==================== block 1
$ cat src/rtl/multi_clk_en_gen.sv
// multi_clk_en_gen: N-channel clock-enable generator with runtime divisors, gating, resync and square-wave outputs
module multi_clk_en_gen #(
  parameter int NUM_CH = 4,
  parameter int DIV_W = 16,
  parameter logic [NUM_CH*DIV_W-1:0] INIT_DIV = {16'd0, 16'd1, 16'd907, 16'd20}
) (
  input  logic                    CLK_40,
  input  logic                    reset,
  input  logic [NUM_CH*DIV_W-1:0] div_in,
  input  logic [NUM_CH-1:0]       div_load,
  input  logic [NUM_CH-1:0]       ch_enable,
  input  logic                    resync,
  output logic [NUM_CH-1:0]       clk_en,
  output logic [NUM_CH-1:0]       clk_div,
  output logic [NUM_CH*DIV_W-1:0] div_active
);
  for (genvar g = 0; g < NUM_CH; g++) begin : g_ch
    logic [DIV_W-1:0] cnt, active, pending, nxt_div;
    logic pv, nxt_pv, wrap, idle, en_q, div_q;
    // idle covers every case where a pending divisor is taken without waiting for a wrap
    always_comb begin
      nxt_div = div_load[g] ? div_in[g*DIV_W +: DIV_W] : pending;
      nxt_pv = div_load[g] | pv;
      wrap = (active != '0) && (cnt == active - DIV_W'(1));
      idle = resync | ~ch_enable[g] | (active == '0);
    end
    always_ff @(posedge CLK_40) begin
      if (reset) begin
        cnt <= '0;
        active <= INIT_DIV[g*DIV_W +: DIV_W];
        pending <= '0;
        pv <= 1'b0;
        en_q <= 1'b0;
        div_q <= 1'b0;
      end else begin
        cnt <= (idle || wrap) ? '0 : cnt + DIV_W'(1);
        en_q <= ~idle & wrap;
        div_q <= resync ? 1'b0 : div_q ^ (~idle & wrap);
        pending <= nxt_div;
        pv <= nxt_pv & ~(idle | wrap);
        if (nxt_pv && (idle || wrap)) active <= nxt_div;
      end
    end
    assign clk_en[g] = en_q;
    assign clk_div[g] = div_q;
    assign div_active[g*DIV_W +: DIV_W] = active;
  end
endmodule
$ cat config.mk
export PLATFORM = sky130hd
export DESIGN_NAME = multi_clk_en_gen
export DESIGN_NICKNAME = d
export VERILOG_FILES = /design/src/rtl/multi_clk_en_gen.sv
export SDC_FILE = /design/constraint.sdc
export NUM_CORES = 1
export LEC_CHECK = 0
export CAP_MARGIN = 20
export CORE_MARGIN = 10
export CORE_UTILIZATION = 25
export CTS_CLUSTER_SIZE = 30
export DETAILED_ROUTE_END_ITERATION = 7
export PLACE_DENSITY = 0.43
export SLEW_MARGIN = 30
export SYNTH_ARGS = -nofsm -noshare
export SYNTH_HDL_FRONTEND = slang
export SYNTH_SLANG_ARGS = --single-unit
$ cat constraint.sdc
create_clock -name CLK_40 -period 5.35 [get_ports CLK_40]
set_clock_uncertainty 0.05 [all_clocks]
set_input_delay 0.535 -clock CLK_40 [delete_from_list [all_inputs] [get_ports CLK_40]]
set_output_delay 0.535 -clock CLK_40 [all_outputs]
set_load 0.1 [all_outputs]
**Block 1: metal layers overlaid**

Scale bar: 50 um.
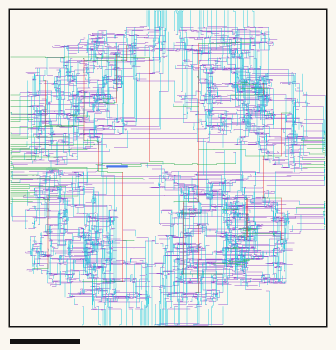
| layer | color | wire length |
|---|---|---|
| met3 | green | 1820 um |
| met2 | cyan | 14000 um |
| met4 | red | 728 um |
| met1 | purple | 15900 um |
| met5 | blue | 13.8 um |
via count: 8797
routed wire length per instance: 17.40 um
Tot GR Track Use: 12.59%
final wirelength: 32.41 mm

==> ci_impl_report.md <==
## Synthesis and layout report

| Metric | Value |
|---|---|
| Met1 GRT Util | 17.01% |
| Status | complete, no violations |
| Buffering overhead | 11.22% |
| Post-DRT Antenna Nets | 0 |
| Clkbuf count | 35 |
| Share of layout cells above drive strength 1 | 6.884% |
| CTS max path bufs | 3 |
| Die outline height | 225.6 um |
| Post-synth seq share | 38.65% |
| Final Max Slew Viols | 0 |
| Biggest area cells | dfxtp_1, nor2_1, mux2i_1 |
| Die span in x | 225.6 um |
| Area Overhead vs Synth | 25.16% |
| Final setup viols | 0 |
| Seq pwr share | 39.2% |
| Top Consumer | the clock network |
| Slew @ Worst Pin | 1.021 ns |
**Block 1: layout detail**

Scale bar: 5 um. Region (103, 148) to (123, 168) um. Cells in gray, sequential cells in the stronger gray; small squares are vias.
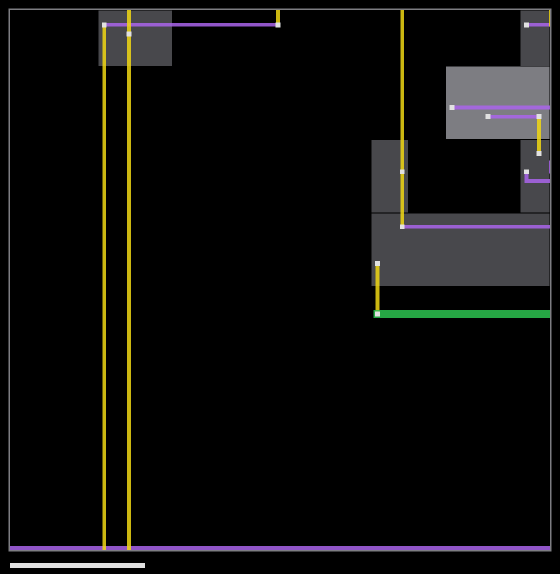
| layer | color |
|---|---|
| met1 | purple |
| met2 | yellow |
| met3 | green |
cells with their middle in the window: 5
netlist names of flops here include: `g_ch.pending` (1)
sequential cells in the window: 1


==================== block 2
**Block 2: layout detail**

Scale bar: 5 um. Region (25, 40) to (45, 60) um. Cells in gray, sequential cells in the stronger gray; small squares are vias.
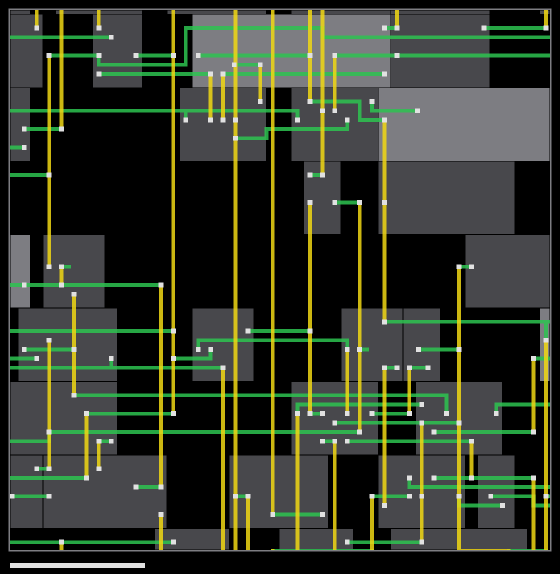
<file path="config.mk">
export PLATFORM = sky130hd
export DESIGN_NAME = truth_table_sequencer
export DESIGN_NICKNAME = d
export VERILOG_FILES = /design/src/rtl/tt_seq_pkg.sv /design/src/rtl/truth_table_sequencer_settle_timer.sv /design/src/rtl/truth_table_sequencer.sv
export SDC_FILE = /design/constraint.sdc
export NUM_CORES = 1
export LEC_CHECK = 0
export CELL_PAD_IN_SITES_DETAIL_PLACEMENT = 0
export CELL_PAD_IN_SITES_GLOBAL_PLACEMENT = 2
export CORE_MARGIN = 2
export CORE_UTILIZATION = 34
export CTS_BUF_LIST = sky130_fd_sc_hd__clkbuf_4 sky130_fd_sc_hd__clkbuf_8 sky130_fd_sc_hd__clkbuf_16
export DETAILED_ROUTE_END_ITERATION = 12
export MAX_ROUTING_LAYER = met4
export PLACE_DENSITY = 0.88
export SLEW_MARGIN = 30
export SYNTH_ARGS = -nofsm -noshare
export SYNTH_HDL_FRONTEND = slang
export SYNTH_SLANG_ARGS = --single-unit
</file>
<file path="constraint.sdc">
create_clock -name clk -period 6.96 [get_ports clk]
set_input_delay 0.696 -clock clk [delete_from_list [all_inputs] [get_ports clk]]
set_output_delay 0.696 -clock clk [all_outputs]
set_load 0.02 [all_outputs]
</file>
<file path="src/rtl/tt_seq_pkg.sv">
// Shared types and constants for the truth-table stimulus sequencer.
// Expected-table defaults describe a 3-input XOR (F1) and a 3-input majority (F2).
package tt_seq_pkg;

    typedef enum logic [1:0] {
        IDLE   = 2'd0,
        SETTLE = 2'd1,
        SAMPLE = 2'd2,
        DONE   = 2'd3
    } state_t;

    localparam int CNT_W = 8;

    localparam logic [7:0] EXP_XOR3 = 8'h96;
    localparam logic [7:0] EXP_MAJ3 = 8'hE8;

    function automatic int nv_of(input int n_in);
        return 1 << n_in;
    endfunction

endpackage

</file>
<file path="src/rtl/truth_table_sequencer_settle_timer.sv">
// Loadable down-counter that holds each vector for its settle window.
// Saturates at zero; load has priority over decrement.
module settle_timer
    import tt_seq_pkg::*;
(
    input  logic             clk,
    input  logic             rst,
    input  logic             load,
    input  logic [CNT_W-1:0] load_val,
    input  logic             dec,
    output logic             zero
);

    logic [CNT_W-1:0] cnt;

    always_ff @(posedge clk) begin
        if (rst) begin
            cnt <= '0;
        end else if (load) begin
            cnt <= load_val;
        end else if (dec && (cnt != '0)) begin
            cnt <= cnt - CNT_W'(1);
        end
    end

    assign zero = (cnt == '0);

endmodule

</file>
<file path="src/rtl/truth_table_sequencer.sv">
// Walks every input combination of a small combinational DUT, samples its outputs
// after a settle window and scores them against a parameterised truth table.
//
// state  | meaning
// IDLE   | waiting for start after reset; dut_in parked at 0
// SETTLE | holding dut_in=idx while the settle timer runs down
// SAMPLE | one cycle: compare dut_out, record result, advance or finish
// DONE   | results frozen, dut_in parked at the last vector; start restarts
module truth_table_sequencer
    import tt_seq_pkg::*;
#(
    parameter int                       N_IN          = 3,
    parameter int                       SETTLE_CYCLES = 4,
    parameter logic [(1<<N_IN)-1:0]     EXP_F1        = EXP_XOR3,
    parameter logic [(1<<N_IN)-1:0]     EXP_F2        = EXP_MAJ3
) (
    input  logic                    clk,
    input  logic                    rst,
    input  logic                    start,
    output logic [N_IN-1:0]         dut_in,
    input  logic [1:0]              dut_out,
    output logic                    busy,
    output logic                    done,
    output logic                    pass,
    output logic [N_IN:0]           err_count,
    output logic [N_IN-1:0]         first_fail,
    output logic [(1<<N_IN)-1:0]    fail_map
);

    localparam int NV = nv_of(N_IN);
    localparam logic [N_IN-1:0]  LAST_IDX = N_IN'(NV - 1);
    localparam logic [CNT_W-1:0] CNT_LOAD = CNT_W'(SETTLE_CYCLES - 1);

    state_t          state, state_nxt;
    logic [N_IN-1:0] idx, idx_nxt;
    logic [N_IN:0]   err_nxt;
    logic [N_IN-1:0] ff_nxt;
    logic [NV-1:0]   fm_nxt;

    logic            tmr_load;
    logic            tmr_dec;
    logic            tmr_zero;
    logic [1:0]      exp_bits;
    logic            mismatch;

    settle_timer u_settle_timer (
        .clk      (clk),
        .rst      (rst),
        .load     (tmr_load),
        .load_val (CNT_LOAD),
        .dec      (tmr_dec),
        .zero     (tmr_zero)
    );

    assign exp_bits = {EXP_F2[idx], EXP_F1[idx]};
    assign mismatch = (dut_out != exp_bits);

    always_comb begin
        state_nxt = state;
        idx_nxt   = idx;
        err_nxt   = err_count;
        ff_nxt    = first_fail;
        fm_nxt    = fail_map;
        tmr_load  = 1'b0;
        tmr_dec   = 1'b0;

        case (state)
            IDLE, DONE: begin
                if (start) begin
                    state_nxt = SETTLE;
                    idx_nxt   = '0;
                    err_nxt   = '0;
                    ff_nxt    = '0;
                    fm_nxt    = '0;
                    tmr_load  = 1'b1;
                end
            end

            SETTLE: begin
                if (tmr_zero) begin
                    state_nxt = SAMPLE;
                end else begin
                    tmr_dec = 1'b1;
                end
            end

            SAMPLE: begin
                if (mismatch) begin
                    fm_nxt[idx] = 1'b1;
                    err_nxt     = err_count + (N_IN+1)'(1);
                    if (err_count == '0) begin
                        ff_nxt = idx;
                    end
                end
                // Terminal check precedes the increment so idx never wraps.
                if (idx == LAST_IDX) begin
                    state_nxt = DONE;
                end else begin
                    state_nxt = SETTLE;
                    idx_nxt   = idx + N_IN'(1);
                    tmr_load  = 1'b1;
                end
            end

            default: begin
                state_nxt = IDLE;
            end
        endcase
    end

    always_ff @(posedge clk) begin
        if (rst) begin
            state      <= IDLE;
            idx        <= '0;
            err_count  <= '0;
            first_fail <= '0;
            fail_map   <= '0;
        end else begin
            state      <= state_nxt;
            idx        <= idx_nxt;
            err_count  <= err_nxt;
            first_fail <= ff_nxt;
            fail_map   <= fm_nxt;
        end
    end

    assign dut_in = idx;
    assign busy   = (state == SETTLE) || (state == SAMPLE);
    assign done   = (state == DONE);
    assign pass   = done && (err_count == '0);

endmodule

</file>
==> ci_impl_report.md <==
## Synthesis and layout report

| Metric | Value |
|---|---|
| Commonest flop | dfxtp_1 |
| Biggest area cells | dfxtp_1, ha_1, nor2_1 |
| Hold Path End | u_settle_timer.cnt[0] |
| Final setup viols | 0 |
| P_sw | 0.2179 mW |
| CP bufs+invs | 1 |
| Aoi share | 18.71% |
| Top delay family on crit path | adder cells |
| Buffering overhead | 13.11% |
| Most frequent logic cell in the layout | dfxtp_1 |
| Synth mux share | 3.957% |
| Synth top cells by count | dfxtp_1, nor2_1, inv_1 |
| Status | complete, no violations |
| Tool warnings | 32 |
| # hold bufs at CTS | 0 |
| Tot GR Track Use | 15.27% |
| Fmax achieved | 0.3742 GHz |
| Comb pwr | 0.228 mW |
| CTS max path bufs | 2 |
| Worst Path Arrival | 2.82 ns |
| Signal inverters | 14 |
| Top cell area share | 39.57% |
| Late-Pin Clk Latency | 0.28 ns |
| ClkCell Share | 4.984% |
| WL met2 | 1.711 mm |
## Picture notes: 'layout detail' of block 2
| layer | color |
|---|---|
| met2 | yellow |
| met1 | green |
cells with their middle in the window: 21
most frequent: nand2b_1 (3), o32ai_1 (3), clkdlybuf4s50_1 (3)
netlist names of flops here include: `fail_map` (2)
sequential cells in the window: 2


==================== block 3
[src/rtl/sync_req_arbiter_pkg.sv]
// Shared definitions for the request arbiter: FSM encodings and default sizing.
package nextasic_defs;

    typedef enum logic [1:0] {
        ST_IDLE  = 2'd0,
        ST_GRANT = 2'd1,
        ST_BUSY  = 2'd2
    } state_t;

    localparam int DEF_N       = 4;
    localparam int DEF_TIMEOUT = 255;
    localparam int DEF_TW      = 8;

endpackage

[src/rtl/sync_req_arbiter_sync2_rst.sv]
// Resettable two-flop synchroniser for one asynchronous request line.
module sync2_rst (
    input  logic clk,
    input  logic rst_n,
    input  logic d,
    output logic q
);

    logic s1;

    always_ff @(posedge clk or negedge rst_n) begin
        if (!rst_n) begin
            s1 <= 1'b0;
            q  <= 1'b0;
        end else begin
            s1 <= d;
            q  <= s1;
        end
    end

endmodule

[src/rtl/sync_req_arbiter.sv]
// Round-robin arbiter for asynchronous request lines sharing one service port,
// with grant/accept/done handshake and a busy watchdog.
module sync_req_arbiter
    import nextasic_defs::*;
#(
    parameter int N       = DEF_N,
    parameter int IDW     = 2,
    parameter int TIMEOUT = DEF_TIMEOUT,
    parameter int TW      = DEF_TW
) (
    input  logic           clk,
    input  logic           rst_n,
    input  logic [N-1:0]   req_async,
    output logic           grant_valid,
    output logic [IDW-1:0] grant_id,
    input  logic           grant_ready,
    input  logic           done,
    output logic           busy,
    output logic [N-1:0]   pending,
    output logic [N-1:0]   overrun,
    input  logic           clr_overrun,
    output logic           timeout
);

    localparam logic [TW-1:0] EXP_AT = TW'((TIMEOUT == 0) ? 0 : TIMEOUT - 1);

    // First set bit strictly after 'last', wrapping modulo N.
    function automatic logic [IDW-1:0] rr_pick(input logic [N-1:0] req,
                                               input logic [IDW-1:0] last);
        logic [IDW-1:0] sel;
        logic           found;
        int             idx;
        sel   = '0;
        found = 1'b0;
        for (int k = 1; k <= N; k++) begin
            idx = (int'(last) + k) % N;
            if (!found && req[idx]) begin
                sel   = IDW'(idx);
                found = 1'b1;
            end
        end
        return sel;
    endfunction

    logic [N-1:0]   s2, prev, rise;
    state_t         state, state_d;
    logic [IDW-1:0] last_id, last_d, gid_d;
    logic [TW-1:0]  cnt, cnt_d;
    logic           gv_d, busy_d, to_d;
    logic           accept, expire;
    logic [N-1:0]   acc_mask, pending_d, overrun_d;

    for (genvar i = 0; i < N; i++) begin : g_sync
        sync2_rst u_sync (
            .clk   (clk),
            .rst_n (rst_n),
            .d     (req_async[i]),
            .q     (s2[i])
        );
    end

    assign rise   = s2 & ~prev;
    assign accept = (state == ST_GRANT) && grant_ready;
    assign expire = (TIMEOUT != 0) && (cnt == EXP_AT);

    always_comb begin
        acc_mask = '0;
        if (accept) acc_mask[grant_id] = 1'b1;
    end

    // An edge landing on the acceptance cycle re-queues the request, not an overrun.
    assign pending_d = (pending & ~acc_mask) | rise;
    assign overrun_d = (overrun & ~{N{clr_overrun}}) | (rise & pending & ~acc_mask);

    always_comb begin
        state_d = state;
        gv_d    = grant_valid;
        gid_d   = grant_id;
        busy_d  = busy;
        last_d  = last_id;
        cnt_d   = cnt;
        to_d    = 1'b0;
        unique case (state)
            ST_IDLE: begin
                if (|pending) begin
                    gid_d   = rr_pick(pending, last_id);
                    gv_d    = 1'b1;
                    state_d = ST_GRANT;
                end
            end
            ST_GRANT: begin
                if (grant_ready) begin
                    last_d  = grant_id;
                    gv_d    = 1'b0;
                    busy_d  = 1'b1;
                    cnt_d   = '0;
                    state_d = ST_BUSY;
                end
            end
            ST_BUSY: begin
                cnt_d = (&cnt) ? cnt : cnt + 1'b1;
                if (done) begin
                    busy_d  = 1'b0;
                    state_d = ST_IDLE;
                end else if (expire) begin
                    to_d    = 1'b1;
                    busy_d  = 1'b0;
                    state_d = ST_IDLE;
                end
            end
            default: begin
                gv_d    = 1'b0;
                busy_d  = 1'b0;
                state_d = ST_IDLE;
            end
        endcase
    end

    always_ff @(posedge clk or negedge rst_n) begin
        if (!rst_n) begin
            state       <= ST_IDLE;
            prev        <= '0;
            pending     <= '0;
            overrun     <= '0;
            grant_valid <= 1'b0;
            grant_id    <= '0;
            busy        <= 1'b0;
            timeout     <= 1'b0;
            last_id     <= IDW'(N - 1);
            cnt         <= '0;
        end else begin
            state       <= state_d;
            prev        <= s2;
            pending     <= pending_d;
            overrun     <= overrun_d;
            grant_valid <= gv_d;
            grant_id    <= gid_d;
            busy        <= busy_d;
            timeout     <= to_d;
            last_id     <= last_d;
            cnt         <= cnt_d;
        end
    end

endmodule

[config.mk]
export PLATFORM = sky130hd
export DESIGN_NAME = sync_req_arbiter
export DESIGN_NICKNAME = d
export VERILOG_FILES = /design/src/rtl/sync_req_arbiter_pkg.sv /design/src/rtl/sync_req_arbiter_sync2_rst.sv /design/src/rtl/sync_req_arbiter.sv
export SDC_FILE = /design/constraint.sdc
export NUM_CORES = 1
export LEC_CHECK = 0
export CORE_MARGIN = 2
export CORE_UTILIZATION = 30
export DETAILED_ROUTE_END_ITERATION = 10
export PLACE_DENSITY = 0.47
export RECOVER_POWER = 50
export SYNTH_ARGS = -nofsm -noshare
export SYNTH_HDL_FRONTEND = slang
export SYNTH_HIERARCHICAL = 1
export SYNTH_SLANG_ARGS = --single-unit
[constraint.sdc]
create_clock -name clk -period 1.8 [get_ports clk]
set_input_delay 0.27 -clock clk [delete_from_list [all_inputs] [get_ports clk]]
set_output_delay 0.27 -clock clk [all_outputs]
set_load 0.01 [all_outputs]
**Block 3: where the registers sit**

Scale bar: 20 um.
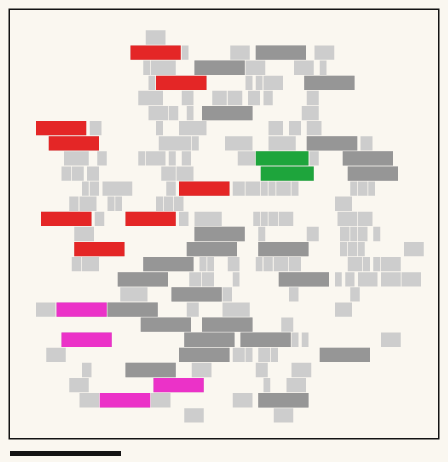
| name in the netlist | color | sequential cells |
|---|---|---|
| `cnt` | red | 8 |
| `g_sync.u_sync/s1` | magenta | 4 |
| `last_id` | green | 2 |
sequential share of cell area: 47.08%
FF/Latch Area: 928.4 sq um
Seq power: 1.32 mW

**Block 3: routing congestion**

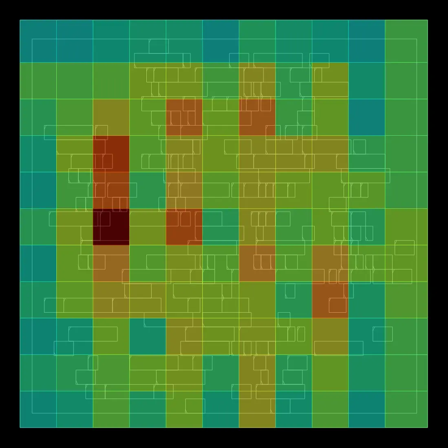
M3 GR Usage: 3.176%
met1 GRT Util: 14.75%
Tot GR Track Use: 11.93%
layer with the highest usage: met2

==> ci_impl_report.md <==
## Synthesis and layout report

| Metric | Value |
|---|---|
| Status | complete, no violations |
| # Cells Yosys | 150 |
| Floorplan core density | 31.13% |
| Postcts setup bufs | 0 |
| Mapped Area | 1600 sq um |
| # port buffers | 21 |
| Via count | 1183 |
| Logic gate share of total power | 30.7% |
| Initial drt markers | 53 |
| Placed instance count | 238 |
| Yosys top cell by area | dfrtp_1 |
| FP Rows | 26 |
| Most numerous logic cells after layout | dfrtp_1, nand2_1, clkdlybuf4s50_1, nor2_1, a21oi_1 |
| Post-DRT Antenna Nets | 0 |
| # hold bufs at CTS | 0 |
| Synth mux share | 1.876% |
| Pre-CTS WS | 0.2116 ns |

==================== block 4
**Block 4: gate families picked out**

Scale bar: 20 um.
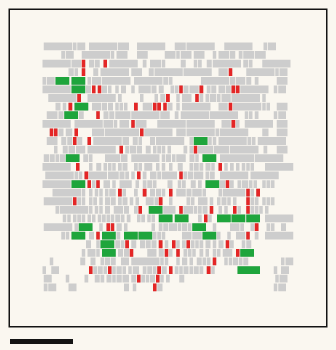
**Block 4: routing congestion**

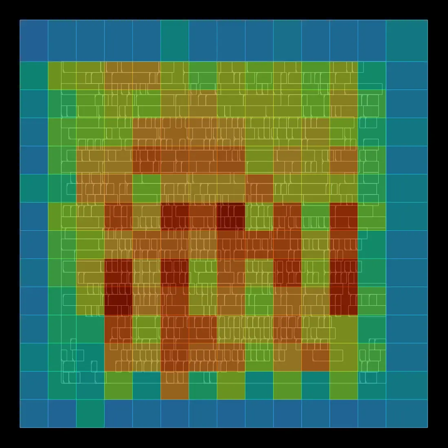
[src/rtl/neuron.sv]
// Leaky integrate-and-fire neuron: one leak/accumulate/threshold step per start pulse,
// emitting a one-cycle spike strobe and {id, timestamp} packet toward the mesh router.
//
// state | meaning
// IDLE  | waiting for start
// LEAK  | V <= V - (V >>> LEAK_SHIFT), idx cleared
// ACC   | one synapse per cycle, saturating add for active synapses
// CHECK | threshold compare, optional spike, timestamp advance
module neuron #(
   parameter logic [15:0]          NEURON_ID  = 16'h0001,
   parameter int                   N_SYN      = 8,
   parameter logic [16*N_SYN-1:0]  WEIGHTS    = {N_SYN{16'sd40}},
   parameter logic [N_SYN-1:0]     INPUT_MASK = {N_SYN{1'b1}},
   parameter logic signed [15:0]   THRESHOLD  = 16'sd600,
   parameter int                   LEAK_SHIFT = 3,
   parameter logic signed [15:0]   V_RESET    = 16'sd0
) (
   input  logic        clk,
   input  logic        rst_n,
   input  logic        start,
   output logic [31:0] SpikePacket,
   output logic        outSpike,
   output logic        busy
);

   typedef enum logic [1:0] {IDLE, LEAK, ACC, CHECK} state_t;

   // Widened copies so a 4-bit idx selects without width mismatch for any N_SYN.
   localparam logic [255:0] W_ALL    = 256'(WEIGHTS);
   localparam logic [15:0]  MASK_ALL = 16'(INPUT_MASK);
   localparam logic [3:0]   LAST_IDX = 4'(N_SYN - 1);

   state_t             state;
   logic signed [15:0] v_mem;
   logic [15:0]        ts;
   logic [3:0]         idx;

   logic signed [15:0] w_sel;
   logic signed [16:0] sum_ext;
   logic signed [15:0] sum_sat;
   logic signed [15:0] v_leak;

   always_comb begin
      w_sel   = W_ALL[{idx, 4'b0000} +: 16];
      sum_ext = {v_mem[15], v_mem} + {w_sel[15], w_sel};
      sum_sat = sum_ext[15:0];
      if (sum_ext[16] != sum_ext[15])
         sum_sat = sum_ext[16] ? 16'sh8000 : 16'sh7FFF;
      v_leak  = v_mem - (v_mem >>> LEAK_SHIFT);
   end

   assign busy = (state != IDLE);

   always_ff @(posedge clk or negedge rst_n) begin
      if (!rst_n) begin
         state       <= IDLE;
         v_mem       <= '0;
         ts          <= '0;
         idx         <= '0;
         outSpike    <= 1'b0;
         SpikePacket <= '0;
      end else begin
         outSpike <= 1'b0;
         case (state)
            IDLE: begin
               if (start)
                  state <= LEAK;
            end
            LEAK: begin
               v_mem <= v_leak;
               idx   <= '0;
               state <= ACC;
            end
            ACC: begin
               if (MASK_ALL[idx])
                  v_mem <= sum_sat;
               idx <= idx + 4'd1;
               if (idx == LAST_IDX)
                  state <= CHECK;
            end
            CHECK: begin
               if (v_mem >= THRESHOLD) begin
                  outSpike    <= 1'b1;
                  SpikePacket <= {NEURON_ID, ts};
                  v_mem       <= V_RESET;
               end
               ts    <= ts + 16'd1;
               state <= IDLE;
            end
            default: state <= IDLE;
         endcase
      end
   end

endmodule

[config.mk]
export PLATFORM = sky130hd
export DESIGN_NAME = neuron
export DESIGN_NICKNAME = d
export VERILOG_FILES = /design/src/rtl/neuron.sv
export SDC_FILE = /design/constraint.sdc
export NUM_CORES = 1
export LEC_CHECK = 0
export ABC_AREA = 1
export ABC_CLOCK_PERIOD_IN_PS = 5610
export CAP_MARGIN = 10
export CORE_MARGIN = 10
export CORE_UTILIZATION = 63
export DETAILED_ROUTE_END_ITERATION = 7
export GPL_ROUTABILITY_DRIVEN = 0
export GPL_TIMING_DRIVEN = 0
export HOLD_SLACK_MARGIN = 0.03
export PLACE_DENSITY = 0.85
export SYNTH_ARGS = -nofsm -noshare
export SYNTH_HDL_FRONTEND = slang
export SYNTH_SLANG_ARGS = --single-unit
export TNS_END_PERCENT = 10
[constraint.sdc]
create_clock -name clk -period 5.61 [get_ports clk]
set_clock_uncertainty 0.2 [all_clocks]
set_input_delay 1.4025 -clock clk [delete_from_list [all_inputs] [get_ports clk]]
set_output_delay 1.4025 -clock clk [all_outputs]
set_load 0.02 [all_outputs]
==> ci_impl_report.md <==
## Synthesis and layout report

| Metric | Value |
|---|---|
| Logic area | 2217 sq um |
| RR Startpoint | idx[3] |
| Hold Path End | SpikePacket[16] |
| RSZ-0062 raised after global routing | no |
| Worst path most repeated cell | inv_1 |
| Initial drt markers | 359 |
| Placed instance count | 686 |
| Sw frac | 51.67% |
| CP bufs+invs | 3 |
| Commonest flop | dfrtp_1 |
| Comb pwr | 1.89 mW |
| Status | complete, no violations |
| Area Overhead vs Synth | 12.51% |
| Synth async-reset ratio | 100.0% |
| Regs by FF count | SpikePacket: 17 flops, ts: 16 flops, v_mem: 16 flops |
| Hold Path Class | reg -> reg |
| Crit path capture | busy |
| Worst Path Arrival | 1.68 ns |
| CTS max path bufs | 2 |
| Final WS setup | 2.331 ns |
Notes on 'gate families picked out' of block 4 above:
| family | color | cells | most used |
|---|---|---|---|
| adder and majority cells | green | 27 | ha_1 |
| inverters | red | 75 | inv_1 |
fin cells: 693
combinational share of cell area: 49.00%

Notes on 'routing congestion' of block 4 above:
met1 GRT Util: 23.53%
layer with the highest usage: met2
M3 GR Usage: 3.571%
routed wire length per instance: 13.01 um
met2 GRT Util: 29.52%


==================== block 5
**Block 5: routing congestion**

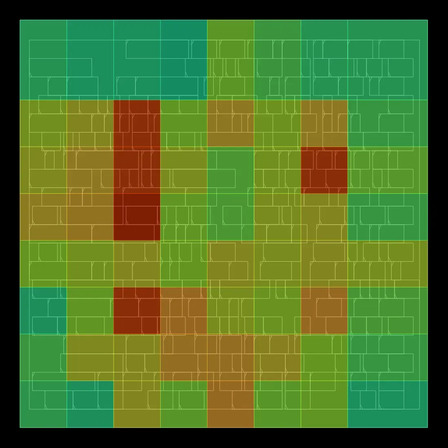
**Block 5: metal layers overlaid**

Scale bar: 20 um.
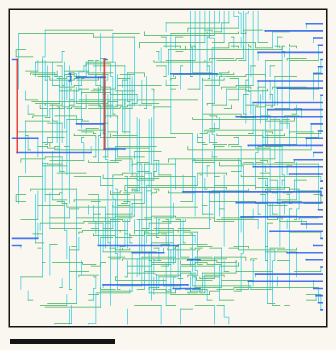
===== src/rtl/cdc_wr_arbiter.sv =====
// Write-side arbiter for the async CDC FIFO: packet-granular round-robin over N_REQ
// requesters, beats tagged {id, last, data}, with a stall watchdog on the lock owner.
module cdc_wr_arbiter #(
    parameter int  N_REQ      = 4,
    parameter int  DATA_WIDTH = 8,
    parameter int  TIMEOUT    = 256,
    localparam int ID_W       = $clog2(N_REQ),
    localparam int FIFO_W     = ID_W + 1 + DATA_WIDTH
) (
    input  logic                        clka_i,
    input  logic                        wrst_ni,
    input  logic [N_REQ-1:0]            req_valid_i,
    input  logic [N_REQ-1:0]            req_last_i,
    input  logic [N_REQ*DATA_WIDTH-1:0] req_data_i,
    output logic [N_REQ-1:0]            req_ready_o,
    output logic [N_REQ-1:0]            grant_o,
    input  logic                        fifo_wrdy_i,
    output logic                        fifo_wea_o,
    output logic [FIFO_W-1:0]           fifo_dina_o,
    output logic                        busy_o,
    output logic                        err_timeout_o,
    output logic [ID_W-1:0]             err_id_o,
    input  logic                        err_clr_i
);
    // Counter is kept at least 1 bit wide so TIMEOUT=0 still elaborates.
    localparam int CNT_W = (TIMEOUT > 0) ? $clog2(TIMEOUT + 1) : 1;
    localparam logic [CNT_W-1:0] STALL_LAST = CNT_W'((TIMEOUT > 0) ? TIMEOUT - 1 : 0);
    localparam logic [ID_W-1:0]  ID_MAX     = ID_W'(N_REQ - 1);

    typedef enum logic {IDLE, LOCK} state_t;

    state_t            state_q, state_d;
    logic [ID_W-1:0]   rr_ptr_q, rr_ptr_d, owner_q, owner_d;
    logic [CNT_W-1:0]  stall_q, stall_d;
    logic              err_d;
    logic [ID_W-1:0]   err_id_d;

    logic [ID_W-1:0]       win, sel;
    logic                  win_vld, gnt_vld, sel_valid, sel_last, xfer, timeout;
    logic [DATA_WIDTH-1:0] sel_data;

    function automatic logic [ID_W-1:0] next_id(input logic [ID_W-1:0] id);
        return (id == ID_MAX) ? '0 : id + 1'b1;
    endfunction

    // Scan from the farthest offset down so the lowest offset from rr_ptr wins.
    always_comb begin
        win     = '0;
        win_vld = 1'b0;
        for (int k = N_REQ - 1; k >= 0; k--) begin
            int s;
            s = int'(rr_ptr_q) + k;
            if (s >= N_REQ) s = s - N_REQ;
            if (req_valid_i[s]) begin
                win     = ID_W'(s);
                win_vld = 1'b1;
            end
        end
    end

    assign sel       = (state_q == LOCK) ? owner_q : win;
    assign gnt_vld   = wrst_ni && ((state_q == LOCK) || win_vld);
    assign sel_valid = req_valid_i[sel];
    assign sel_last  = req_last_i[sel];
    assign sel_data  = req_data_i[int'(sel)*DATA_WIDTH +: DATA_WIDTH];
    assign xfer      = gnt_vld && sel_valid && fifo_wrdy_i;

    assign grant_o       = gnt_vld ? (N_REQ'(1) << sel) : '0;
    assign req_ready_o   = xfer ? grant_o : '0;
    assign fifo_wea_o    = xfer;
    assign fifo_dina_o   = {sel, sel_last, sel_data};
    assign busy_o        = (state_q == LOCK);

    always_comb begin
        state_d  = state_q;
        rr_ptr_d = rr_ptr_q;
        owner_d  = owner_q;
        stall_d  = stall_q;
        timeout  = 1'b0;
        case (state_q)
            IDLE: begin
                if (xfer) begin
                    if (sel_last) begin
                        rr_ptr_d = next_id(sel);
                    end else begin
                        state_d = LOCK;
                        owner_d = sel;
                        stall_d = '0;
                    end
                end
            end
            LOCK: begin
                if (xfer) begin
                    stall_d = '0;
                    if (sel_last) begin
                        state_d  = IDLE;
                        rr_ptr_d = next_id(owner_q);
                    end
                end else if (!sel_valid) begin
                    // Only an absent owner counts as stalled; FIFO backpressure holds the count.
                    if (TIMEOUT != 0 && stall_q == STALL_LAST) begin
                        state_d  = IDLE;
                        rr_ptr_d = next_id(owner_q);
                        timeout  = 1'b1;
                    end else if (stall_q != '1) begin
                        stall_d = stall_q + 1'b1;
                    end
                end
            end
            default: state_d = IDLE;
        endcase
        err_d    = timeout ? 1'b1 : (err_clr_i ? 1'b0 : err_timeout_o);
        err_id_d = timeout ? owner_q : err_id_o;
    end

    always_ff @(posedge clka_i or negedge wrst_ni) begin
        if (!wrst_ni) begin
            state_q       <= IDLE;
            rr_ptr_q      <= '0;
            owner_q       <= '0;
            stall_q       <= '0;
            err_timeout_o <= 1'b0;
            err_id_o      <= '0;
        end else begin
            state_q       <= state_d;
            rr_ptr_q      <= rr_ptr_d;
            owner_q       <= owner_d;
            stall_q       <= stall_d;
            err_timeout_o <= err_d;
            err_id_o      <= err_id_d;
        end
    end
endmodule


===== config.mk =====
export PLATFORM = sky130hd
export DESIGN_NAME = cdc_wr_arbiter
export DESIGN_NICKNAME = d
export VERILOG_FILES = /design/src/rtl/cdc_wr_arbiter.sv
export SDC_FILE = /design/constraint.sdc
export NUM_CORES = 1
export LEC_CHECK = 0
export CAP_MARGIN = 20
export CORE_UTILIZATION = 46
export CTS_BUF_LIST = sky130_fd_sc_hd__clkbuf_16
export DETAILED_ROUTE_END_ITERATION = 12
export PLACE_DENSITY_LB_ADDON = 0.05
export SLEW_MARGIN = 20
export SYNTH_ARGS = -nofsm -noshare
export SYNTH_HDL_FRONTEND = slang
export SYNTH_SLANG_ARGS = --single-unit

===== constraint.sdc =====
create_clock -name clka_i -period 3.9 [get_ports clka_i]
set_clock_uncertainty 0.05 [all_clocks]
set_input_delay 0.39 -clock clka_i [delete_from_list [all_inputs] [get_ports clka_i]]
set_output_delay 0.39 -clock clka_i [all_outputs]
set_load 0.01 [all_outputs]

==> ci_impl_report.md <==
## Synthesis and layout report

| Metric | Value |
|---|---|
| Top cell category | combinational gates |
| WS Path Type | reg -> out |
| Cts bufs inserted | 3 |
| Fillers | 247 |
| DR vias/cell | 5.276 |
| Clk pin slew, worst setup/hold paths | 0.05 ns |
| Commonest flop | dfrtp_1 |
| Logic gate share of total power | 69.5% |
| CTS resizes | 0 |
| Post-Synth Simple-Gate Area | 29.19% |
| CP max stage cell | dfrtp_1 |
| Most numerous logic cells after layout | clkdlybuf4s50_1, nand2_1, dfrtp_1, and3_1, inv_1 |
| Yosys top cell by area | dfrtp_1 |
| Worst Path Arrival | 3.00 ns |
| Fmax achieved | 0.2909 GHz |
| Mapped Area | 1551 sq um |
| XOR-XNOR Cells, Area Fraction | 0% |
| Sw frac | 42.60% |
| Residual DRC | 0 |
| Area Overhead vs Synth | 51.29% |
| Status | complete, no violations |
| CTS tree | yes |
| Share of layout cells above drive strength 1 | 9.728% |
| GRT overflow | 0 |
| Post-DP HPWL | 3.183 mm |
| CP peak stage delay | 0.61 ns |
| Antenna violations before repair | 0 |
| Logic area | 1023 sq um |
| Worst path most repeated cell | inv_1 |
About 'routing congestion' of block 5:
Tot GR Track Use: 24.53%
routed wire length per instance: 13.73 um
post-layout util: 75.04%
met1 GRT Util: 33.60%
M3 GR Usage: 5.411%

About 'metal layers overlaid' of block 5:
| layer | color | wire length |
|---|---|---|
| met2 | cyan | 1850 um |
| met3 | blue | 350 um |
| met4 | red | 34.7 um |
| met1 | green | 1900 um |
final wirelength: 4.134 mm
via count: 1588


==================== block 6
**Block 6: gate families picked out**

Scale bar: 20 um.
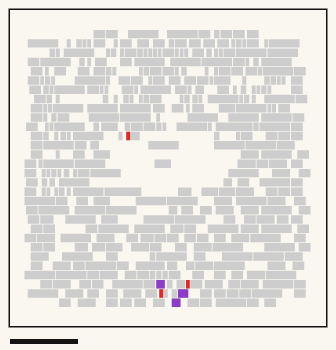
**Block 6: layout detail**

Scale bar: 5 um. Region (36, 55) to (56, 75) um. Cells in gray, sequential cells in the stronger gray; small squares are vias.
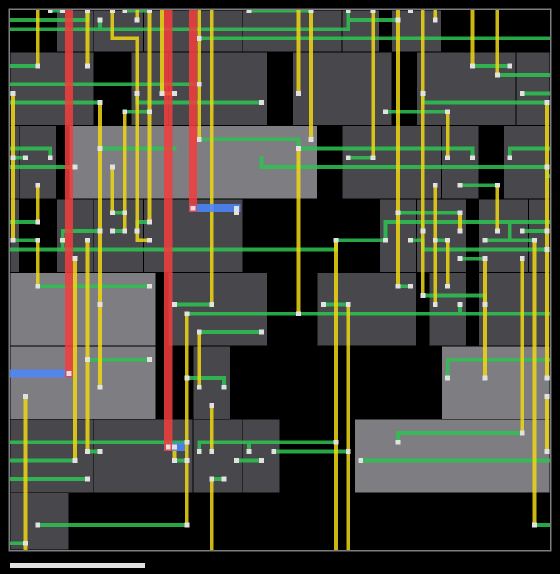
[src/rtl/alu_move_unit_pkg.sv]
`default_nettype none
// ============================================================================
// Module      : alu_move_unit_pkg
// Description : Shared constants for the ALU move unit: op-cell select codes,
//               result flag bit positions and the command FSM state encodings.
// Revision    : 1.0 - initial release
// ============================================================================
package alu_move_unit_pkg;

    // Op cell select codes (also the ALU operand/result select encoding)
    localparam logic [1:0] OP_PLUS = 2'b00;
    localparam logic [1:0] OP_AND  = 2'b01;
    localparam logic [1:0] OP_OR   = 2'b10;
    localparam logic [1:0] OP_XOR  = 2'b11;

    // Bit positions inside the 5-bit ALU flag vector
    localparam int FLAG_PARITY   = 4;
    localparam int FLAG_ZERO     = 3;
    localparam int FLAG_OVERFLOW = 2;
    localparam int FLAG_NEGATIVE = 1;
    localparam int FLAG_CARRY    = 0;

    // Command FSM state encodings
    localparam int         STATE_W  = 2;
    localparam logic [1:0] ST_IDLE  = 2'd0;
    localparam logic [1:0] ST_PUSH  = 2'd1;
    localparam logic [1:0] ST_POP   = 2'd2;
    localparam logic [1:0] ST_RSP   = 2'd3;

endpackage : alu_move_unit_pkg
`default_nettype wire

[src/rtl/alu_move_unit.sv]
`default_nettype none
// ============================================================================
// Module      : alu_move_unit
// Description : Command-side driver for the four-cell accumulating ALU.
//               Push commands deliver an operand to one op cell; pop commands
//               read the selected cell's result and flags, clear the cell and
//               return a response.
// Revision    : 1.0 - initial release
//
// Ports:
//   i_clk, i_rst            clock, asynchronous active-high reset
//   i_cmd_valid/o_cmd_ready command handshake
//   i_cmd_pop/op/data       command: push (0) or pop (1), op cell, operand
//   o_alu_input_op/data     operand select and data to the ALU
//   o_alu_data_valid        one-cycle operand strobe to the ALU
//   o_alu_output_op         result select to the ALU
//   o_alu_result_empty      one-cycle result-consume strobe to the ALU
//   i_alu_result_*          selected cell valid/value/flags from the ALU
//   o_rsp_valid/i_rsp_ready response handshake
//   o_rsp_data/flags/error  popped value, flags, empty-cell error
// ============================================================================
module alu_move_unit #(
    parameter bit WAIT_ON_EMPTY = 1'b0
) (
    input  logic        i_clk,
    input  logic        i_rst,
    input  logic        i_cmd_valid,
    output logic        o_cmd_ready,
    input  logic        i_cmd_pop,
    input  logic [1:0]  i_cmd_op,
    input  logic [31:0] i_cmd_data,
    output logic [1:0]  o_alu_input_op,
    output logic        o_alu_data_valid,
    output logic [31:0] o_alu_data,
    output logic [1:0]  o_alu_output_op,
    output logic        o_alu_result_empty,
    input  logic        i_alu_result_valid,
    input  logic [31:0] i_alu_result,
    input  logic [4:0]  i_alu_result_flags,
    output logic        o_rsp_valid,
    input  logic        i_rsp_ready,
    output logic [31:0] o_rsp_data,
    output logic [4:0]  o_rsp_flags,
    output logic        o_rsp_error
);
    import alu_move_unit_pkg::*;

    logic [STATE_W-1:0] r_state;
    logic [1:0]         r_alu_input_op;
    logic [31:0]        r_alu_data;
    logic [1:0]         r_alu_output_op;
    logic [31:0]        r_rsp_data;
    logic [4:0]         r_rsp_flags;
    logic               r_rsp_error;

    always_ff @(posedge i_clk or posedge i_rst) begin
        if (i_rst) begin
            r_state         <= ST_IDLE;
            r_alu_input_op  <= '0;
            r_alu_data      <= '0;
            r_alu_output_op <= '0;
            r_rsp_data      <= '0;
            r_rsp_flags     <= '0;
            r_rsp_error     <= 1'b0;
        end else begin
            case (r_state)
                ST_IDLE: begin
                    if (i_cmd_valid) begin
                        if (i_cmd_pop) begin
                            r_alu_output_op <= i_cmd_op;
                            r_state         <= ST_POP;
                        end else begin
                            r_alu_input_op <= i_cmd_op;
                            r_alu_data     <= i_cmd_data;
                            r_state        <= ST_PUSH;
                        end
                    end
                end
                // The ALU absorbs the operand at the end of this cycle
                ST_PUSH: r_state <= ST_IDLE;
                ST_POP: begin
                    if (i_alu_result_valid) begin
                        r_rsp_data  <= i_alu_result;
                        r_rsp_flags <= i_alu_result_flags;
                        r_rsp_error <= 1'b0;
                        r_state     <= ST_RSP;
                    end else if (!WAIT_ON_EMPTY) begin
                        r_rsp_data  <= '0;
                        r_rsp_flags <= '0;
                        r_rsp_error <= 1'b1;
                        r_state     <= ST_RSP;
                    end
                end
                ST_RSP: begin
                    if (i_rsp_ready) r_state <= ST_IDLE;
                end
                default: r_state <= ST_IDLE;
            endcase
        end
    end

    // Ready is masked by reset so the block looks busy until reset releases
    assign o_cmd_ready        = (r_state == ST_IDLE) && !i_rst;
    // Strobes decode straight from state so an async reset drops them at once
    assign o_alu_data_valid   = (r_state == ST_PUSH);
    assign o_alu_result_empty = (r_state == ST_POP) && i_alu_result_valid;
    assign o_rsp_valid        = (r_state == ST_RSP);

    assign o_alu_input_op  = r_alu_input_op;
    assign o_alu_data      = r_alu_data;
    assign o_alu_output_op = r_alu_output_op;
    assign o_rsp_data      = r_rsp_data;
    assign o_rsp_flags     = r_rsp_flags;
    assign o_rsp_error     = r_rsp_error;

endmodule : alu_move_unit
`default_nettype wire

[config.mk]
export PLATFORM = sky130hd
export DESIGN_NAME = alu_move_unit
export DESIGN_NICKNAME = d
export VERILOG_FILES = /design/src/rtl/alu_move_unit_pkg.sv /design/src/rtl/alu_move_unit.sv
export SDC_FILE = /design/constraint.sdc
export NUM_CORES = 1
export LEC_CHECK = 0
export CAP_MARGIN = 5
export CORE_MARGIN = 4
export CORE_UTILIZATION = 43
export DETAILED_ROUTE_END_ITERATION = 16
export MAX_ROUTING_LAYER = met4
export PLACE_DENSITY = 0.95
export SLEW_MARGIN = 20
export SYNTH_ARGS = -nofsm -noshare
export SYNTH_HDL_FRONTEND = slang
export SYNTH_SLANG_ARGS = --single-unit
[constraint.sdc]
create_clock -name i_clk -period 4.19 [get_ports i_clk]
set_clock_uncertainty 0.05 [all_clocks]
set_input_delay 0.6285 -clock i_clk [delete_from_list [all_inputs] [get_ports i_clk]]
set_output_delay 0.6285 -clock i_clk [all_outputs]
set_load 0.1 [all_outputs]
==> ci_impl_report.md <==
## Synthesis and layout report

| Metric | Value |
|---|---|
| Hold WS | 0.4289 ns |
| Die outline height | 92.76 um |
| Core ar. | 6869 sq um |
| Routed wire length per instance | 15.67 um |
| Status | complete, no violations |
| Flop-to-flop setup slack | 2.30 ns |
| Root buf cell | clkbuf_8 |
| First-pass GRT wire length | 12.60 mm |
| Min-delay src | o_rsp_data[6] |
| Finished Cell Area | 4901 sq um |
| Share of layout cells above drive strength 1 | 14.70% |
| Yosys cell types | 17 |
| Synth warn | 0 |
| Clkbuf count | 12 |
| Crit path DRT | 3.51 ns |
| M3 GR Usage | 3.737% |
About 'gate families picked out' of block 6:
| family | color | cells |
|---|---|---|
| inverters | red | 3 |
| AND and OR gates | purple | 3 |
fin cells: 511
most frequent logic cell in the layout: clkdlybuf4s50_1
combinational share of cell area: 22.11%

About 'layout detail' of block 6:
| layer | color |
|---|---|
| met2 | yellow |
| met3 | blue |
| met1 | green |
| met4 | red |
most frequent: clkdlybuf4s50_1 (13), nand2_1 (11), o21ai_0 (6)
sequential cells in the window: 4
netlist names of flops here include: `o_rsp_data` (2)
cells with their middle in the window: 36


==================== block 7
--- config.mk ---
export PLATFORM = sky130hd
export DESIGN_NAME = rom_streamer
export DESIGN_NICKNAME = d
export VERILOG_FILES = /design/src/rtl/rom_streamer.sv
export SDC_FILE = /design/constraint.sdc
export NUM_CORES = 1
export LEC_CHECK = 0
export ABC_AREA = 1
export CORE_MARGIN = 3
export CORE_UTILIZATION = 25
export DETAILED_ROUTE_END_ITERATION = 10
export GPL_TIMING_DRIVEN = 0
export PLACE_DENSITY = 0.43
export SLEW_MARGIN = 40
export SYNTH_ARGS = -nofsm -noshare
export SYNTH_HDL_FRONTEND = slang
export SYNTH_SLANG_ARGS = --single-unit
--- constraint.sdc ---
create_clock -name clk -period 5.2 [get_ports clk]
set_clock_uncertainty 0.05 [all_clocks]
set_input_delay 1.56 -clock clk [delete_from_list [all_inputs] [get_ports clk]]
set_output_delay 1.56 -clock clk [all_outputs]
set_load 0.01 [all_outputs]
--- src/rtl/rom_streamer.sv ---
// Read sequencer for the synchronous rom: walks an address window and streams words on valid/ready.
// Define ROM_STREAMER_LOOP_EN to replay the window until stop instead of making a single pass.
module rom_streamer #(
    parameter int DATA_WIDTH = 16,
    parameter int ADDR_WIDTH = 10
) (
    input  logic                  clk,
    input  logic                  rst_n,
    input  logic                  start,
    input  logic [ADDR_WIDTH-1:0] base_addr,
    input  logic [ADDR_WIDTH:0]   len,
    input  logic                  stop,
    output logic [ADDR_WIDTH-1:0] rom_addr,
    input  logic [DATA_WIDTH-1:0] rom_q,
    output logic [DATA_WIDTH-1:0] dout,
    output logic                  dout_vld,
    input  logic                  dout_rdy,
    output logic                  busy,
    output logic                  done
);

    typedef enum logic [1:0] {IDLE, RUN, DRAIN, DONE} state_t;

    localparam logic [ADDR_WIDTH:0]   LEN_ONE  = 1;
    localparam logic [ADDR_WIDTH-1:0] ADDR_ONE = 1;

    state_t                state, state_nx;
    logic [ADDR_WIDTH:0]   len_r;
    logic [ADDR_WIDTH:0]   iss;
    logic                  pend;
    logic [1:0]            cnt;
    logic [DATA_WIDTH-1:0] b0, b1;
    logic                  pop, issue, last_issue, busy_nx;
    logic [2:0]            occ;
`ifdef ROM_STREAMER_LOOP_EN
    logic [ADDR_WIDTH-1:0] base_r;
`endif

    assign pop        = dout_vld & dout_rdy;
    assign dout       = b0;
    assign dout_vld   = (cnt != 2'd0);
    assign done       = (state == DONE);
    assign last_issue = (iss == len_r - LEN_ONE);
    // Occupancy after this edge if one more read were launched now.
    assign occ        = 3'(cnt) + 3'(pend) + 3'd1 - 3'(pop);

    always_comb begin
        state_nx = state;
        issue    = 1'b0;
        unique case (state)
            IDLE: begin
                if (start) state_nx = (len != '0) ? RUN : DONE;
            end
            RUN: begin
                issue = !stop && (occ <= 3'd2);
                if (stop) begin
                    state_nx = DRAIN;
                end else if (issue && last_issue) begin
`ifdef ROM_STREAMER_LOOP_EN
                    state_nx = RUN;
`else
                    state_nx = DRAIN;
`endif
                end
            end
            DRAIN: begin
                if (!pend && cnt == 2'(pop)) state_nx = DONE;
            end
            DONE:    state_nx = IDLE;
            default: state_nx = IDLE;
        endcase
        busy_nx = (state_nx == RUN) || (state_nx == DRAIN) ||
                  (state == IDLE && start && len == '0);
    end

    always_ff @(posedge clk or negedge rst_n) begin
        if (!rst_n) begin
            state <= IDLE;
        end else begin
            state <= state_nx;
        end
    end

    // rom_addr is preloaded on start; an issue means rom samples the current rom_addr this edge.
    always_ff @(posedge clk or negedge rst_n) begin
        if (!rst_n) begin
            rom_addr <= '0;
            len_r    <= '0;
            iss      <= '0;
            pend     <= 1'b0;
            busy     <= 1'b0;
`ifdef ROM_STREAMER_LOOP_EN
            base_r   <= '0;
`endif
        end else begin
            busy <= busy_nx;
            pend <= issue;
            if (state == IDLE && start) begin
                len_r <= len;
                iss   <= '0;
`ifdef ROM_STREAMER_LOOP_EN
                base_r <= base_addr;
`endif
                if (len != '0) rom_addr <= base_addr;
            end else if (issue) begin
`ifdef ROM_STREAMER_LOOP_EN
                if (last_issue) begin
                    rom_addr <= base_r;
                    iss      <= '0;
                end else begin
                    rom_addr <= rom_addr + ADDR_ONE;
                    iss      <= iss + LEN_ONE;
                end
`else
                rom_addr <= rom_addr + ADDR_ONE;
                iss      <= iss + LEN_ONE;
`endif
            end
        end
    end

    // Two-entry buffer: b0 is the head; the landing word goes to the first free slot after any pop.
    always_ff @(posedge clk or negedge rst_n) begin
        if (!rst_n) begin
            cnt <= '0;
            b0  <= '0;
            b1  <= '0;
        end else begin
            cnt <= cnt + 2'(pend) - 2'(pop);
            unique case ({pend, pop})
                2'b10: begin
                    if (cnt == 2'd0) b0 <= rom_q;
                    else             b1 <= rom_q;
                end
                2'b01: b0 <= b1;
                2'b11: begin
                    if (cnt == 2'd1) begin
                        b0 <= rom_q;
                    end else begin
                        b0 <= b1;
                        b1 <= rom_q;
                    end
                end
                default: ;
            endcase
        end
    end

endmodule

**Block 7: routing congestion**

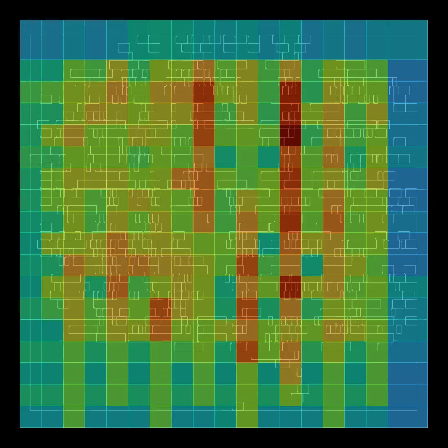
met1 GRT Util: 17.09%
layer with the highest usage: met2
post-layout util: 34.55%
M3 GR Usage: 3.684%
routed wire length per instance: 13.69 um

==> ci_impl_report.md <==
## Synthesis and layout report

| Metric | Value |
|---|---|
| Residual DRC | 0 |
| Clk power | 0.616 mW |
| Status | complete, no violations |
| Final hold viol count | 0 |
| Synth async-reset ratio | 100.0% |
| Fmax achieved | 0.2521 GHz |
| FF/Latch Area | 1752 sq um |
| Power Dens Cells | 562.9 nW/um^2 |
| CP peak stage delay | 0.40 ns |
| Area Overhead vs Synth | 32.79% |
| Adder share | 3.781% |
| Initial drt markers | 177 |
| Top cell type by instance count after synthesis | nand2_1 |
| Flop-to-flop setup slack | 2.24 ns |
| Commonest flop | dfrtp_1 |
| WS Path Type | in -> reg |
| Worst Path Arrival | 4.17 ns |
| Worst Setup Start Kind | input pin |
| Hold Path Class | reg -> reg |
| Leakage power | 2.378 nW |
**Block 7: layout detail**

Scale bar: 5 um. Region (55, 81) to (75, 101) um. Cells in gray, sequential cells in the stronger gray; small squares are vias.
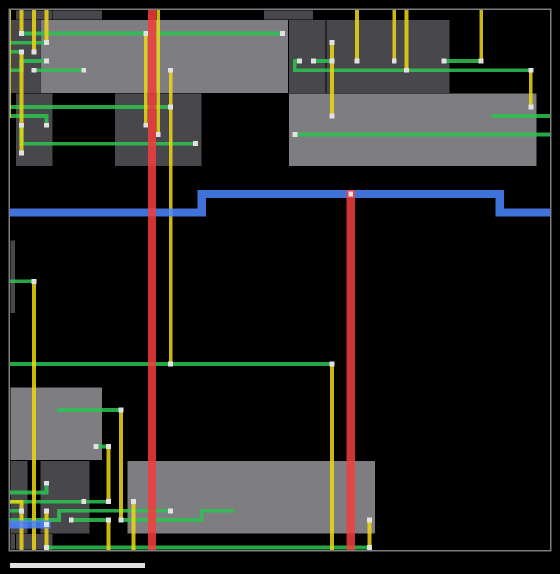
| layer | color |
|---|---|
| met1 | green |
| met4 | red |
| met2 | yellow |
| met3 | blue |
cells with their middle in the window: 9
netlist names of flops here include: `rom_addr` (2), `iss` (1)
sequential cells in the window: 3
most frequent: dfrtp_1 (3)



==> layout pictures side by side <==
Layout detail.
shot_01.png
Scale bar: 5 um. Region (40, 60) to (60, 80) um. Cells in gray, sequential cells in the stronger gray; small squares are vias.
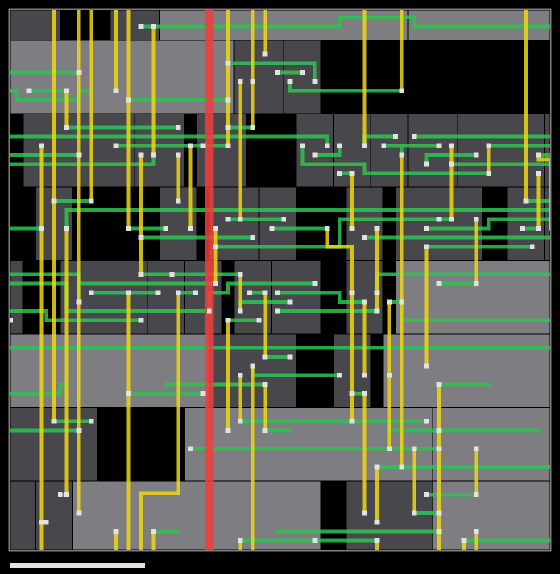
shot_02.png
Scale bar: 5 um. Region (20, 32) to (40, 52) um. Cells in gray, sequential cells in the stronger gray; small squares are vias.
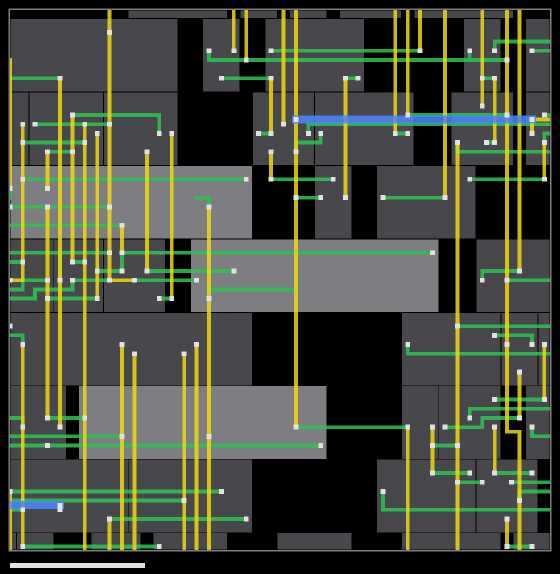
shot_03.png
Scale bar: 5 um. Region (29, 44) to (49, 64) um. Cells in gray, sequential cells in the stronger gray; small squares are vias.
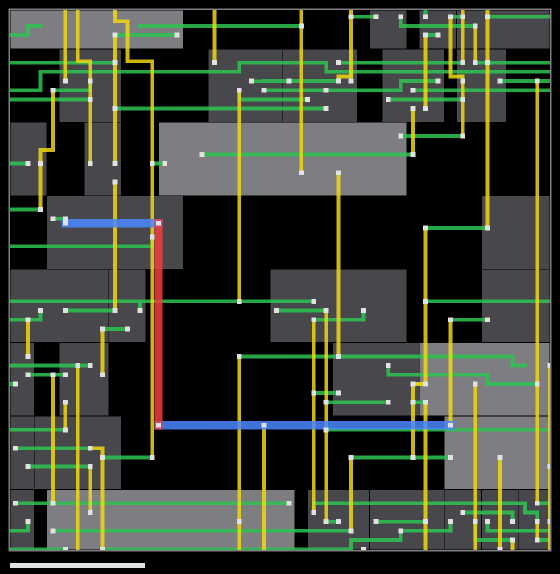
shot_03.png: block 3
shot_01.png: block 4
shot_02.png: block 5
The one with the largest die is shot_01.png.

Key to shot_01.png:
| layer | color |
|---|---|
| met2 | yellow |
| met1 | green |
| met4 | red |
sequential cells in the window: 6
most frequent: inv_1 (7), dfrtp_1 (6), nand2_1 (6)
netlist names of flops here include: `ts` (4)
cells with their middle in the window: 34

Power figures rest on the tool's default switching activity, not on a simulated workload.
